=== block 1 ===
===== src/rtl/lsu_pkg.sv =====
// lsu_pkg: shared types for the MEM-stage load/store unit.
// Latency: n/a (types, constants and helper functions only).
// Backpressure: n/a.
package lsu_pkg;

    // First illegal byte address (3072 words of data memory).
    localparam logic [31:0] ADDR_LIMIT_DEF = 32'h0000_3000;

    typedef enum logic [2:0] {
        OP_LW  = 3'd0,
        OP_LH  = 3'd1,
        OP_LHU = 3'd2,
        OP_LB  = 3'd3,
        OP_LBU = 3'd4,
        OP_SW  = 3'd5,
        OP_SH  = 3'd6,
        OP_SB  = 3'd7
    } op_type_e;

    typedef enum logic [1:0] {
        ST_IDLE = 2'd0,
        ST_REQ  = 2'd1,
        ST_RESP = 2'd2,
        ST_FIN  = 2'd3
    } state_e;

    function automatic logic is_store(input op_type_e t);
        return (t == OP_SW) || (t == OP_SH) || (t == OP_SB);
    endfunction

    // Only word and halfword loads are checked for alignment.
    function automatic logic is_misaligned(input op_type_e t, input logic [1:0] off);
        case (t)
            OP_LW:         return off != 2'b00;
            OP_LH, OP_LHU: return off[0];
            default:       return 1'b0;
        endcase
    endfunction

endpackage


===== src/rtl/lsu_align.sv =====
// lsu_align: byte-enable / lane replication for stores, lane extract + extend for loads.
// Latency: purely combinational.
// Backpressure: none; the parent FSM decides when outputs are used.
module lsu_align
    import lsu_pkg::*;
(
    input  op_type_e    st_type,
    input  logic [1:0]  st_off,
    input  logic [31:0] st_wdata,
    output logic [3:0]  st_be,
    output logic [31:0] st_wdata_rep,
    input  op_type_e    ld_type,
    input  logic [1:0]  ld_off,
    input  logic [31:0] ld_rdata,
    output logic [31:0] ld_data
);

    logic [31:0] lane;

    // Store side: sub-word stores replicate data onto every lane, be selects the target.
    always_comb begin
        st_be        = 4'b1111;
        st_wdata_rep = st_wdata;
        case (st_type)
            OP_SB: begin
                st_be        = 4'b0001 << st_off;
                st_wdata_rep = {4{st_wdata[7:0]}};
            end
            OP_SH: begin
                st_be        = st_off[1] ? 4'b1100 : 4'b0011;
                st_wdata_rep = {2{st_wdata[15:0]}};
            end
            default: begin
                st_be        = 4'b1111;
                st_wdata_rep = st_wdata;
            end
        endcase
    end

    // Load side: shift the addressed lane down, then sign- or zero-extend.
    always_comb begin
        lane    = ld_rdata >> {ld_off, 3'b000};
        ld_data = lane;
        case (ld_type)
            OP_LB:   ld_data = {{24{lane[7]}}, lane[7:0]};
            OP_LBU:  ld_data = {24'h0, lane[7:0]};
            OP_LH:   ld_data = {{16{lane[15]}}, lane[15:0]};
            OP_LHU:  ld_data = {16'h0, lane[15:0]};
            default: ld_data = lane;
        endcase
    end

endmodule


===== src/rtl/lsu.sv =====
// lsu: MEM-stage load/store unit, initiator of the req/gnt/rvalid data-memory port.
// Latency: fault 1 cycle, store 2 + grant wait, load 1 + grant wait + response wait + 1.
// Backpressure: mem_req and all mem_* held stable until mem_gnt; op_done pulses once per op.
// Optional trace of granted stores enabled by defining LSU_TRACE_EN.
module lsu
    import lsu_pkg::*;
#(
    parameter logic [31:0] ADDR_LIMIT = ADDR_LIMIT_DEF
) (
    input  logic        clk,
    input  logic        reset,
    input  logic        op_valid,
    input  logic [2:0]  op_type,
    input  logic [31:0] op_addr,
    input  logic [31:0] op_wdata,
    input  logic [31:0] op_pc,
    output logic        op_done,
    output logic [31:0] op_rdata,
    output logic        op_fault,
    output logic        mem_req,
    output logic        mem_we,
    output logic [31:0] mem_addr,
    output logic [3:0]  mem_be,
    output logic [31:0] mem_wdata,
    input  logic        mem_gnt,
    input  logic        mem_rvalid,
    input  logic [31:0] mem_rdata
);

    state_e      state_q, state_d;
    op_type_e    type_q, type_d;
    logic [1:0]  off_q, off_d;
    logic        op_done_q, op_done_d;
    logic        op_fault_q, op_fault_d;
    logic [31:0] op_rdata_q, op_rdata_d;
    logic        mem_req_q, mem_req_d;
    logic        mem_we_q, mem_we_d;
    logic [31:0] mem_addr_q, mem_addr_d;
    logic [3:0]  mem_be_q, mem_be_d;
    logic [31:0] mem_wdata_q, mem_wdata_d;

    op_type_e    type_in;
    logic        fault_in;
    logic [3:0]  st_be;
    logic [31:0] st_wdata_rep;
    logic [31:0] ld_data;

    assign type_in  = op_type_e'(op_type);
    assign fault_in = is_misaligned(type_in, op_addr[1:0]) || (op_addr >= ADDR_LIMIT);

    // Store lanes come from the live op (registered at accept); loads use latched type/offset.
    lsu_align u_align (
        .st_type      (type_in),
        .st_off       (op_addr[1:0]),
        .st_wdata     (op_wdata),
        .st_be        (st_be),
        .st_wdata_rep (st_wdata_rep),
        .ld_type      (type_q),
        .ld_off       (off_q),
        .ld_rdata     (mem_rdata),
        .ld_data      (ld_data)
    );

    // Next-state and registered-output computation for the handshake FSM.
    always_comb begin
        state_d     = state_q;
        type_d      = type_q;
        off_d       = off_q;
        op_done_d   = 1'b0;
        op_fault_d  = 1'b0;
        op_rdata_d  = op_rdata_q;
        mem_req_d   = mem_req_q;
        mem_we_d    = mem_we_q;
        mem_addr_d  = mem_addr_q;
        mem_be_d    = mem_be_q;
        mem_wdata_d = mem_wdata_q;
        case (state_q)
            ST_IDLE: begin
                if (op_valid && !op_done_q) begin
                    type_d     = type_in;
                    off_d      = op_addr[1:0];
                    op_rdata_d = 32'h0;
                    if (fault_in) begin
                        state_d    = ST_FIN;
                        op_done_d  = 1'b1;
                        op_fault_d = 1'b1;
                    end else begin
                        state_d     = ST_REQ;
                        mem_req_d   = 1'b1;
                        mem_we_d    = is_store(type_in);
                        mem_addr_d  = {op_addr[31:2], 2'b00};
                        mem_be_d    = st_be;
                        mem_wdata_d = st_wdata_rep;
                    end
                end
            end
            ST_REQ: begin
                if (mem_gnt) begin
                    mem_req_d = 1'b0;
                    if (mem_we_q) begin
                        state_d   = ST_FIN;
                        op_done_d = 1'b1;
                    end else begin
                        state_d = ST_RESP;
                    end
                end
            end
            ST_RESP: begin
                if (mem_rvalid) begin
                    op_rdata_d = ld_data;
                    state_d    = ST_FIN;
                    op_done_d  = 1'b1;
                end
            end
            default: begin
                state_d = ST_IDLE;
            end
        endcase
    end

    // FSM state and output registers; reset abandons any in-flight operation.
    always_ff @(posedge clk or negedge reset) begin
        if (!reset) begin
            state_q     <= ST_IDLE;
            type_q      <= OP_LW;
            off_q       <= 2'b00;
            op_done_q   <= 1'b0;
            op_fault_q  <= 1'b0;
            op_rdata_q  <= 32'h0;
            mem_req_q   <= 1'b0;
            mem_we_q    <= 1'b0;
            mem_addr_q  <= 32'h0;
            mem_be_q    <= 4'h0;
            mem_wdata_q <= 32'h0;
        end else begin
            state_q     <= state_d;
            type_q      <= type_d;
            off_q       <= off_d;
            op_done_q   <= op_done_d;
            op_fault_q  <= op_fault_d;
            op_rdata_q  <= op_rdata_d;
            mem_req_q   <= mem_req_d;
            mem_we_q    <= mem_we_d;
            mem_addr_q  <= mem_addr_d;
            mem_be_q    <= mem_be_d;
            mem_wdata_q <= mem_wdata_d;
        end
    end

    assign op_done   = op_done_q;
    assign op_fault  = op_fault_q;
    assign op_rdata  = op_rdata_q;
    assign mem_req   = mem_req_q;
    assign mem_we    = mem_we_q;
    assign mem_addr  = mem_addr_q;
    assign mem_be    = mem_be_q;
    assign mem_wdata = mem_wdata_q;

`ifdef LSU_TRACE_EN
    logic [31:0] pc_q;
    logic [31:0] merged_word;

    assign merged_word = mem_wdata_q & {{8{mem_be_q[3]}}, {8{mem_be_q[2]}},
                                        {8{mem_be_q[1]}}, {8{mem_be_q[0]}}};

    // Trace-only PC capture at accept.
    always_ff @(posedge clk or negedge reset) begin
        if (!reset) begin
            pc_q <= 32'h0;
        end else if (state_q == ST_IDLE && op_valid && !op_done_q) begin
            pc_q <= op_pc;
        end
    end

    // Print each store in the cycle it is granted.
    always @(posedge clk) begin
        if (reset && state_q == ST_REQ && mem_gnt && mem_we_q) begin
            $display("%d@%h: *%h <= %h", $time, pc_q, mem_addr_q, merged_word);
        end
    end
`else
    logic unused_pc;
    assign unused_pc = ^op_pc;
`endif

endmodule


===== config.mk =====
export PLATFORM = sky130hd
export DESIGN_NAME = lsu
export DESIGN_NICKNAME = d
export VERILOG_FILES = /design/src/rtl/lsu_pkg.sv /design/src/rtl/lsu_align.sv /design/src/rtl/lsu.sv
export SDC_FILE = /design/constraint.sdc
export NUM_CORES = 1
export LEC_CHECK = 0
export CAP_MARGIN = 10
export CELL_PAD_IN_SITES_DETAIL_PLACEMENT = 0
export CELL_PAD_IN_SITES_GLOBAL_PLACEMENT = 2
export CORE_UTILIZATION = 25
export CTS_BUF_LIST = sky130_fd_sc_hd__clkbuf_4 sky130_fd_sc_hd__clkbuf_8 sky130_fd_sc_hd__clkbuf_16
export DETAILED_ROUTE_END_ITERATION = 7
export PLACE_DENSITY = 0.86
export RECOVER_POWER = 50
export SETUP_SLACK_MARGIN = 0.4
export SLEW_MARGIN = 20
export SYNTH_ARGS = -nofsm -noshare
export SYNTH_HDL_FRONTEND = slang
export SYNTH_SLANG_ARGS = --single-unit

===== constraint.sdc =====
create_clock -name clk -period 2.9 [get_ports clk]
set_input_delay 0.435 -clock clk [delete_from_list [all_inputs] [get_ports clk]]
set_output_delay 0.435 -clock clk [all_outputs]
set_load 0.03 [all_outputs]

=== block 2 ===
[src/rtl/fetch_seq_ctrl_pkg.sv]
// Shared definitions for the fetch sequencer: state encodings, halt opcode and field widths.
// Imported by fetch_seq_ctrl and sat_counter.
package fetch_seq_ctrl_pkg;

  localparam int NB_STATE  = 3;
  localparam int NB_OPCODE = 6;

  localparam logic [NB_OPCODE-1:0] FSC_HALT_OPCODE = 6'h3F;

  typedef enum logic [NB_STATE-1:0] {
    FSC_IDLE   = 3'd0,
    FSC_RUN    = 3'd1,
    FSC_STEP   = 3'd2,
    FSC_DRAIN  = 3'd3,
    FSC_HALTED = 3'd4
  } fsc_state_e;

  // True when the opcode field of an instruction marks the end of the program.
  function automatic logic is_halt_opcode(input logic [NB_OPCODE-1:0] opcode,
                                          input logic [NB_OPCODE-1:0] halt_opcode);
    return (opcode == halt_opcode);
  endfunction

endpackage

[src/rtl/fetch_seq_ctrl_sat_counter.sv]
// Saturating up-counter with enable; sticks at all-ones instead of wrapping.
// Used by fetch_seq_ctrl for the pipeline-active cycle count.
module sat_counter
  import fetch_seq_ctrl_pkg::*;
#(
  parameter int NB = 32
) (
  input  logic          i_clk,
  input  logic          i_rst,
  input  logic          i_en,
  output logic [NB-1:0] o_cnt
);

  logic [NB-1:0] cnt_q;
  logic [NB-1:0] cnt_d;

  always_comb begin
    cnt_d = cnt_q;
    if (i_en && (cnt_q != {NB{1'b1}})) begin
      cnt_d = cnt_q + NB'(1);
    end
  end

  always_ff @(posedge i_clk or negedge i_rst) begin
    if (!i_rst) begin
      cnt_q <= '0;
    end else begin
      cnt_q <= cnt_d;
    end
  end

  assign o_cnt = cnt_q;

endmodule

[src/rtl/fetch_seq_ctrl.sv]
// Instruction-fetch sequencer: run/step/halt control, stall and branch-flush handling, halt drain.
// Optional macro FETCH_CYCLE_CNT_EN enables the saturating pipeline-active cycle counter.
module fetch_seq_ctrl
  import fetch_seq_ctrl_pkg::*;
#(
  parameter int                    NB_BITS      = 32,
  parameter int                    NB_CNT       = 32,
  parameter int                    DRAIN_CYCLES = 4,
  parameter logic [NB_OPCODE-1:0]  HALT_OPCODE  = FSC_HALT_OPCODE
) (
  input  logic                i_clk,
  input  logic                i_rst,
  input  logic                i_du_run,
  input  logic                i_du_step,
  input  logic                i_du_halt,
  input  logic                i_hz_stall,
  input  logic                i_ctr_beq,
  input  logic                i_ctr_jmp,
  input  logic [NB_BITS-1:0]  i_if_id_instr,
  output logic                o_pc_we,
  output logic                o_if_id_we,
  output logic                o_ctr_flush,
  output logic                o_pipe_en,
  output logic [NB_STATE-1:0] o_state,
  output logic                o_done,
  output logic [NB_CNT-1:0]   o_cycle_cnt
);

  localparam int NB_DRAIN = (DRAIN_CYCLES > 1) ? $clog2(DRAIN_CYCLES) : 1;
  localparam logic [NB_DRAIN-1:0] DRAIN_LAST = NB_DRAIN'(DRAIN_CYCLES - 1);

  fsc_state_e          state_q;
  fsc_state_e          state_d;
  logic [NB_DRAIN-1:0] drain_q;
  logic [NB_DRAIN-1:0] drain_d;
  logic                halt_hit;
  logic                branch_req;
  logic                unused_instr_bits;

  assign halt_hit   = is_halt_opcode(i_if_id_instr[NB_BITS-1 -: NB_OPCODE], HALT_OPCODE) | i_du_halt;
  assign branch_req = i_ctr_beq | i_ctr_jmp;

  // Only the opcode field matters to the sequencer.
  assign unused_instr_bits = ^i_if_id_instr[NB_BITS-NB_OPCODE-1:0];

  always_comb begin
    state_d     = state_q;
    drain_d     = '0;
    o_pc_we     = 1'b0;
    o_if_id_we  = 1'b0;
    o_ctr_flush = 1'b0;
    o_pipe_en   = 1'b0;
    o_done      = 1'b0;

    case (state_q)
      FSC_IDLE: begin
        if (i_du_run) begin
          state_d = FSC_RUN;
        end else if (i_du_step) begin
          state_d = FSC_STEP;
        end
      end

      FSC_RUN, FSC_STEP: begin
        // A stalled branch is held back; the hazard unit re-presents it next cycle.
        o_pipe_en   = 1'b1;
        o_if_id_we  = ~i_hz_stall;
        o_ctr_flush = branch_req & ~i_hz_stall;
        o_pc_we     = ~i_hz_stall & ~halt_hit;
        if (halt_hit) begin
          state_d = FSC_DRAIN;
        end else if ((state_q == FSC_STEP) && !i_hz_stall) begin
          state_d = FSC_IDLE;
        end
      end

      FSC_DRAIN: begin
        o_pipe_en   = 1'b1;
        o_if_id_we  = 1'b1;
        o_ctr_flush = 1'b1;
        if (drain_q == DRAIN_LAST) begin
          state_d = FSC_HALTED;
        end else begin
          drain_d = drain_q + NB_DRAIN'(1);
        end
      end

      FSC_HALTED: begin
        o_done = 1'b1;
      end

      default: begin
        state_d = FSC_IDLE;
      end
    endcase
  end

  always_ff @(posedge i_clk or negedge i_rst) begin
    if (!i_rst) begin
      state_q <= FSC_IDLE;
      drain_q <= '0;
    end else begin
      state_q <= state_d;
      drain_q <= drain_d;
    end
  end

  assign o_state = state_q;

`ifdef FETCH_CYCLE_CNT_EN
  sat_counter #(
    .NB (NB_CNT)
  ) u_cycle_cnt (
    .i_clk (i_clk),
    .i_rst (i_rst),
    .i_en  (o_pipe_en),
    .o_cnt (o_cycle_cnt)
  );
`else
  assign o_cycle_cnt = '0;
`endif

endmodule
[config.mk]
export PLATFORM = sky130hd
export DESIGN_NAME = fetch_seq_ctrl
export DESIGN_NICKNAME = d
export VERILOG_FILES = /design/src/rtl/fetch_seq_ctrl_pkg.sv /design/src/rtl/fetch_seq_ctrl_sat_counter.sv /design/src/rtl/fetch_seq_ctrl.sv
export SDC_FILE = /design/constraint.sdc
export NUM_CORES = 1
export LEC_CHECK = 0
export CAP_MARGIN = 0
export CORE_ASPECT_RATIO = 0.7
export CORE_MARGIN = 2
export CORE_UTILIZATION = 24
export CTS_BUF_LIST = sky130_fd_sc_hd__clkbuf_16
export CTS_CLUSTER_SIZE = 16
export DETAILED_ROUTE_END_ITERATION = 16
export GPL_TIMING_DRIVEN = 0
export PLACE_DENSITY_LB_ADDON = 0.05
export SYNTH_ARGS = -nofsm -noshare
export SYNTH_HDL_FRONTEND = slang
export SYNTH_SLANG_ARGS = --single-unit
[constraint.sdc]
create_clock -name i_clk -period 1.9 [get_ports i_clk]
set_input_delay 0.285 -clock i_clk [delete_from_list [all_inputs] [get_ports i_clk]]
set_output_delay 0.285 -clock i_clk [all_outputs]
set_load 0.05 [all_outputs]
=== block 3 ===
## src/rtl/gpio_core_ctrl.sv

```systemverilog
// Core-side GPIO controller: pad input sync/debounce, sticky rising-edge flags,
// output register, and a registered test-mode loopback selected by a synced tm_en.
module gpio_core_ctrl #(
  parameter int unsigned DATA_WIDTH      = 15,
  parameter int unsigned DEBOUNCE_CYCLES = 4,
  parameter int unsigned CNT_W           = 8
) (
  input  logic                  clk,
  input  logic                  rst,
  input  logic [DATA_WIDTH-1:0] pdr_out,
  output logic [DATA_WIDTH-1:0] pdr_in,
  input  logic [DATA_WIDTH-1:0] tm_in,
  output logic [DATA_WIDTH-1:0] tm_out,
  input  logic                  tm_en,
  input  logic                  core_wr_en,
  input  logic [DATA_WIDTH-1:0] core_wr_data,
  output logic [DATA_WIDTH-1:0] core_rd_data,
  input  logic [DATA_WIDTH-1:0] irq_clr,
  output logic [DATA_WIDTH-1:0] irq_flags,
  output logic                  edge_irq
);

  typedef enum logic {
    NORMAL = 1'b0,
    TEST   = 1'b1
  } mode_e;

  localparam logic [CNT_W-1:0] CNT_LAST = CNT_W'(DEBOUNCE_CYCLES - 1);

  logic [DATA_WIDTH-1:0] s1_q, s2_q;
  logic [DATA_WIDTH-1:0] stable_q, stable_d;
  logic [DATA_WIDTH-1:0] flags_q, flags_d;
  logic [DATA_WIDTH-1:0] out_reg_q, out_reg_d;
  logic [DATA_WIDTH-1:0] tm_data_q, tm_loop_q;
  logic [CNT_W-1:0]      cnt_q [DATA_WIDTH];
  logic [CNT_W-1:0]      cnt_d [DATA_WIDTH];
  logic                  tm_s1_q;
  mode_e                 mode_q, mode_d;

  // Per-bit debounce; any sample matching the stable value restarts the count.
  always_comb begin
    stable_d = stable_q;
    for (int unsigned i = 0; i < DATA_WIDTH; i++) begin
      cnt_d[i] = cnt_q[i];
      if (s2_q[i] == stable_q[i]) begin
        cnt_d[i] = '0;
      end else if (cnt_q[i] == CNT_LAST) begin
        stable_d[i] = s2_q[i];
        cnt_d[i]    = '0;
      end else begin
        cnt_d[i] = cnt_q[i] + CNT_W'(1);
      end
    end
  end

  // A new rising update takes priority over a same-cycle clear.
  always_comb begin
    flags_d   = (flags_q & ~irq_clr) | (stable_d & ~stable_q);
    out_reg_d = core_wr_en ? core_wr_data : out_reg_q;
  end

  always_comb begin
    mode_d = tm_s1_q ? TEST : NORMAL;
    pdr_in = out_reg_q;
    tm_out = '0;
    if (mode_q == TEST) begin
      pdr_in = tm_data_q;
      tm_out = tm_loop_q;
    end
  end

  always_ff @(posedge clk or posedge rst) begin
    if (rst) begin
      s1_q      <= '0;
      s2_q      <= '0;
      stable_q  <= '0;
      flags_q   <= '0;
      out_reg_q <= '0;
      tm_data_q <= '0;
      tm_loop_q <= '0;
      tm_s1_q   <= 1'b0;
      mode_q    <= NORMAL;
      for (int unsigned i = 0; i < DATA_WIDTH; i++) begin
        cnt_q[i] <= '0;
      end
    end else begin
      s1_q      <= pdr_out;
      s2_q      <= s1_q;
      stable_q  <= stable_d;
      flags_q   <= flags_d;
      out_reg_q <= out_reg_d;
      tm_data_q <= tm_in;
      tm_loop_q <= s2_q;
      tm_s1_q   <= tm_en;
      mode_q    <= mode_d;
      for (int unsigned i = 0; i < DATA_WIDTH; i++) begin
        cnt_q[i] <= cnt_d[i];
      end
    end
  end

  assign core_rd_data = stable_q;
  assign irq_flags    = flags_q;
  assign edge_irq     = |flags_q;

endmodule

```

## config.mk

```make
export PLATFORM = sky130hd
export DESIGN_NAME = gpio_core_ctrl
export DESIGN_NICKNAME = d
export VERILOG_FILES = /design/src/rtl/gpio_core_ctrl.sv
export SDC_FILE = /design/constraint.sdc
export NUM_CORES = 1
export LEC_CHECK = 0
export CORE_UTILIZATION = 49
export DETAILED_ROUTE_END_ITERATION = 7
export PLACE_DENSITY = 0.72
export RECOVER_POWER = 50
export SETUP_SLACK_MARGIN = 0.3
export SLEW_MARGIN = 20
export SYNTH_ARGS = -nofsm -noshare
export SYNTH_HDL_FRONTEND = slang
export SYNTH_SLANG_ARGS = --single-unit
```

## constraint.sdc

```tcl
create_clock -name clk -period 11.1 [get_ports clk]
set_input_delay 1.11 -clock clk [delete_from_list [all_inputs] [get_ports clk]]
set_output_delay 1.11 -clock clk [all_outputs]
set_load 0.1 [all_outputs]
```


==> screenshots <==
Pin placement.
image #1
(2 px per um) Pins as bars across the die edge, other pins in gray.
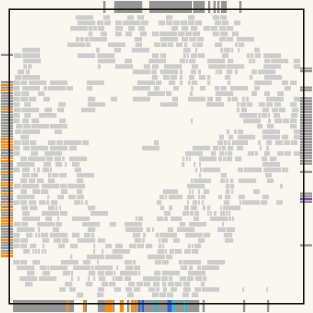
image #2
(3 px per um) Pins as bars across the die edge, other pins in gray.
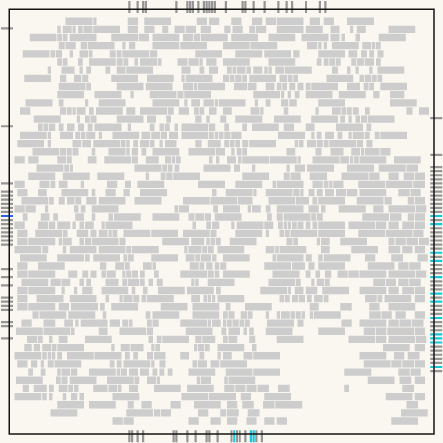
image #3
(6 px per um) Pins as bars across the die edge, other pins in gray.
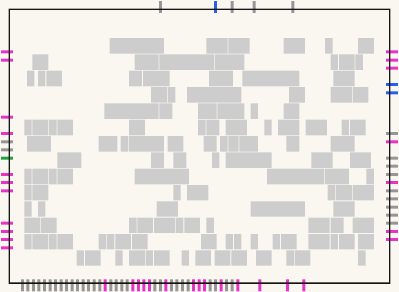
- most pins: image #1
- fewest pins: image #3
Image #3 is block 2.
Image #2 is block 3.
Image #1 is block 1.

==> block_3/met4.png <==
(3 px per um) Supply wires on this layer in gray.
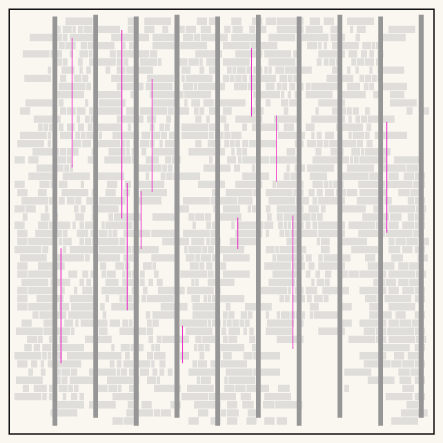
main direction: vertical
share of all routed wire: 2.1%
wire length on this layer: 390 um
longest straight run: 62.6 um

==> impl_metrics.env, block 3 <==
# flow metrics
export IMPL_setup_violations=0
export IMPL_clk_transition_reported_paths_ps=60
export IMPL_cts_resized=0
export IMPL_dr_wl_met2_mm=8.339
export IMPL_num_vias=6486
export IMPL_globalRouteMet3Util_pct=3.974
export IMPL_cts_tree="built"
export IMPL_syn2layout_area_growth_pct=23.23
export IMPL_comb_power_share_pct=30.5
export IMPL_lay_top_count="sky130_fd_sc_hd__dfrtp_1"
export IMPL_top_logic_kind="simple AND/OR/NAND/NOR gates"
export IMPL_antenna_violating_nets_post_route=0
export IMPL_numCtsBuffers=24
export IMPL_run_status="finished with violations"
export IMPL_area_leaders="sky130_fd_sc_hd__dfrtp_1 (60%), sky130_fd_sc_hd__xor2_1 (4.0%), sky130_fd_sc_hd__o21ai_0 (3.9%)"
export IMPL_critPathSlowestCell="sky130_fd_sc_hd__clkinvlp_2"
export IMPL_kind_of_end_point_of_the_critical_path="asynchronous set/reset pin"
export IMPL_max_slew_worst_pin_slew_ps=6617
export IMPL_grt_use_met2_pct=30.98
export IMPL_timing_max_cap_violations=1
export IMPL_slew_violations=159
export IMPL_worstPathRequired_ps=10470
export IMPL_vias_per_cell=5.248
export IMPL_violated_checks="capacitance limit, slew limit"
export IMPL_design_portCount=125
export IMPL_globalplace_congestion=0.7963
export IMPL_regToRegEndpoint="cnt_q[28]"
## block 3: worst max path at each step
stage                     slack (ps)           from            to
after floorplan                 3770            rst      cnt_q[0]
after global placement          7740            rst     cnt_q[54]
after detailed placement        7720            rst     cnt_q[54]
after CTS                       7280  irq_flags[10]      edge_irq
after global routing            3770            rst  tm_data_q[8]
final                           5020            rst  tm_data_q[4]
## block 3: kinds of logic after synthesis
| logic type | count (synthesis) |
|---|---|
| xor+xnor | 66 |
| compound gates | 149 |
| simple gates | 279 |
| buf+inv | 45 |
| mux | 31 |
| flops | 227 |
| fa+ha+maj | 16 |
## block 3: cell type report
cell class | count | area (sq um)
well taps | 260 | 325.3
flip-flops and latches | 227 | 5680
fillers | 1564 | 7148
clock inverters | 2 | 10.01
multi-input cells | 541 | 3537
clock buffers | 40 | 721.9
inverters | 40 | 151.4
repair buffers | 126 | 1256
## block 3: registers in the layout (all words and copies together) (netlist names)
name and cells:
mode_q 1, tm_s1_q 1, s2_q 15, tm_data_q 15, cnt_q 120, irq_flags 15
core_rd_data 15, tm_loop_q 15, out_reg_q 15, s1_q 15
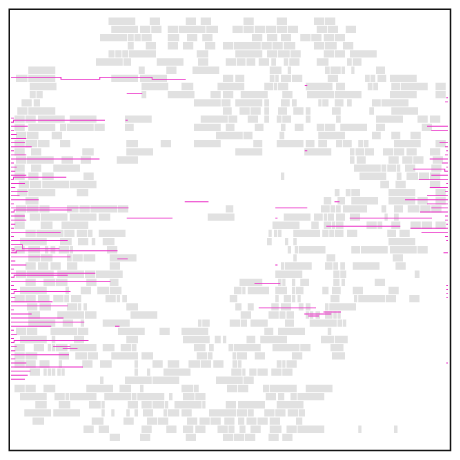
(block_1/met3.png)
(3 px per um)
wire length on this layer: 959 um
share of all routed wire: 6.1%
main direction: horizontal

==> impl_metrics.env, block 1 <==
# flow metrics
export IMPL_run_status="finished clean"
export IMPL_drt_iter0_drc=126
export IMPL_critical_path_at_ps=2580
export IMPL_total_leakage_power_nw=3.588
export IMPL_antenna_diode_count=0
export IMPL_syn_inst=457
export IMPL_drc_errors=0
export IMPL_ff2ff_path_depth=6
export IMPL_inv_count=9
export IMPL_worst_ir_drop_vdd_mv=0.2929
export IMPL_clockBufferDepth=2
export IMPL_power_largest_group="combinational cells"
export IMPL_antenna_violating_nets_post_route=0
export IMPL_critPathBufInv=2
export IMPL_vias_per_cell=4.605
export IMPL_cts_repair_timing_setup_buffer_count=1
export IMPL_clk_transition_reported_paths_ps=80
export IMPL_synth_chip_area_sq_um=5224
export IMPL_clock_latency_late_pin_ps=360
export IMPL_placement_io_buffers=205
export IMPL_yosys_adder_share_pct=0.9581
==> block 1: logic make-up after synthesis <==
family | Yosys count
flops | 109
fa+ha+maj | 4
xor+xnor | 2
simple gates | 107
other cells | 1
buf+inv | 39
compound gates | 106
mux | 89
==> block 1: flip-flops by register name, indices dropped and copies added (netlist names) <==
signal     count
mem_addr      30
mem_be         4
mem_req        1
mem_wdata     32
mem_we         1
off_q          2
op_done        1
op_fault       1
op_rdata      32
state_q        2
type_q         3
==> block 1: layout by cell type, fill, tap and decap left out, types with 22 or more instances in the layout <==
cell type,n
sky130_fd_sc_hd__nand2_1,60
sky130_fd_sc_hd__dlygate4sd3_1,42
sky130_fd_sc_hd__mux2i_1,27
sky130_fd_sc_hd__nor2b_1,22
sky130_fd_sc_hd__dfrtp_1,109
sky130_fd_sc_hd__o2bb2ai_1,29
sky130_fd_sc_hd__mux2_2,61
sky130_fd_sc_hd__clkdlybuf4s50_1,162
sky130_fd_sc_hd__o21ai_0,31
sky130_fd_sc_hd__a21oi_1,22
==> block 1: through the flow <==
step	hold WS, ps	total power (W)
floorplan	139.4	0.003265
global placement	477.6	0.004022
detailed placement	479.0	0.004079
CTS	159.6	0.005320
global route	513.5	0.005558
finish	413.1	0.005241
==> block_2/cell_classes.png <==
(10 px per um)
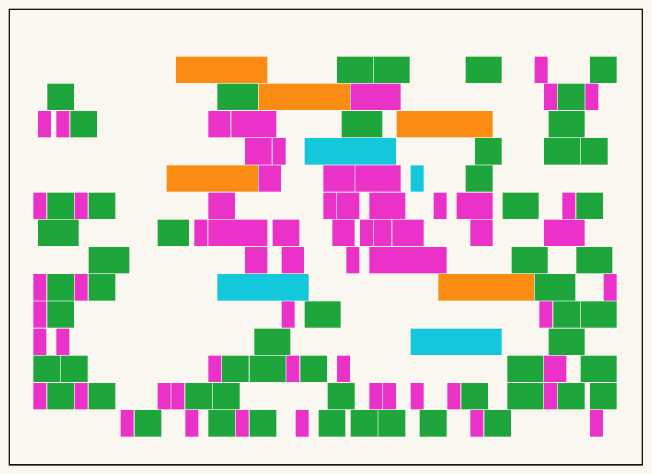
legend:
  green:
    class: other buffers and delay cells
    cells: 56
  magenta:
    class: all other logic
    cells: 62
  orange:
    class: flip-flops
    cells: 5
  cyan:
    class: clock drivers and dummy loads
    cells: 4
flop share of the area: 11.82%
Finished Core Util: 48.54%

==> impl_metrics.env, block 2 <==
# flow metrics
export IMPL_first_global_vias=454
export IMPL_pwr_density_cell_nw_per_um2=1229
export IMPL_synthesis_yosys_warnings=0
export IMPL_synth_async_reset_ratio_pct=100.0
export IMPL_cts_tree="built"
export IMPL_design_area_sq_um=1080
export IMPL_use_met1_pct=8.761
export IMPL_area_leaders="sky130_fd_sc_hd__buf_4 (41%), sky130_fd_sc_hd__dfrtp_1 (21%), sky130_fd_sc_hd__nor2_1 (3.8%)"
export IMPL_clk_transition_reported_paths_ps=30
export IMPL_synth_avg_cell_area_sq_um=8.283
export IMPL_dp_hpwl_mm=1.058
export IMPL_top_usage_layer_grt="met2"
export IMPL_combinationalPower_w=0.000814
export IMPL_run_status="finished clean"
export IMPL_antenna_diode_count=0
export IMPL_yosys_cells=71
export IMPL_crit_reg2reg_launch="o_state[1]"
export IMPL_slew_violations=0
export IMPL_final_critical_path_setup_slack_ps=51.14
export IMPL_power_clock_fraction_pct=26.1
export IMPL_critPathSlowestCell="sky130_fd_sc_hd__clkdlybuf4s50_1"
export IMPL_placement_io_buffers=21
export IMPL_layout_min_cycle_time_ps=1849
export IMPL_cp_max_fo=4
export IMPL_seq_cell_power_w=0.000168
export IMPL_n_multi_input_combinational_cell=60
export IMPL_antenna_violations_before_repair=0
export IMPL_fp_row_count=14
export IMPL_fraction_of_area_in_non_clock_buffers_pct=44.50
export IMPL_synth_chip_area_sq_um=588.1
export IMPL_hold_viol_final=0
export IMPL_cts_hold_repair_buffers=0
block 2: worst max-delay path by stage:
stage	startpoint	cells past startpoint	slack, ps	to
2_1_floorplan	o_state[0]	4	60	o_ctr_flush
3_3_place_gp	i_hz_stall	4	-590	o_ctr_flush
3_5_place_dp	i_hz_stall	4	-590	o_ctr_flush
4_1_cts	o_state[1]	4	20	o_done
5_1_grt	i_hz_stall	4	2	o_ctr_flush
6_report	i_hz_stall	4	50	o_ctr_flush
block 2: sequential cells by signal, indices dropped and copies added (netlist names):
name	flops
drain_q	2
o_state	3
block 2: logic make-up (layout without fill, tap and decap cells):
logic type | Yosys count | in the layout | synth area share, %
flops | 5 | 5 | 21.28
fa+ha+maj | 1 | 1 | 2.127
xor+xnor | 1 | 1 | 1.490
other cells | 1 | 32 | 0.6377
simple gates | 17 | 17 | 16.60
compound gates | 9 | 9 | 12.13
buf+inv | 37 | 62 | 45.75
block 2: layout by cell type (no fill, tap or decap), drive strengths merged, types with 2 or more instances in the layout:
cell,count
dfrtp,5
clkbuf,3
nand2,2
or3,2
clkdlybuf4s15,3
nor2,6
conb,32
clkdlybuf4s50,16
nor4,2
buf,36
inv,3
and2,2


==> screenshots <==
Clock routing.
panel A
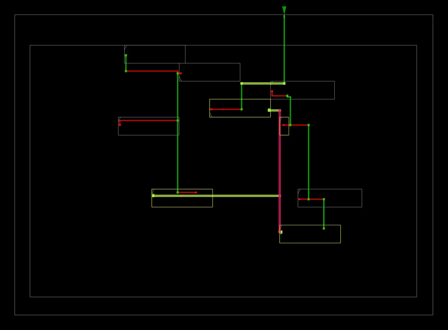
panel B
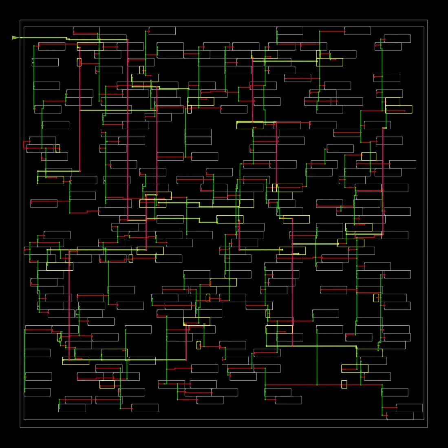
panel C
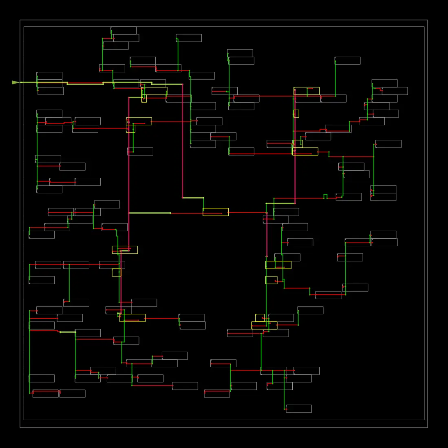
Panel C comes from block 1.
Panel B comes from block 3.
Panel A comes from block 2.
- most sequential cells: panel B
- fewest sequential cells: panel A

No activity file was given, so power comes from the tool's default toggle rates.
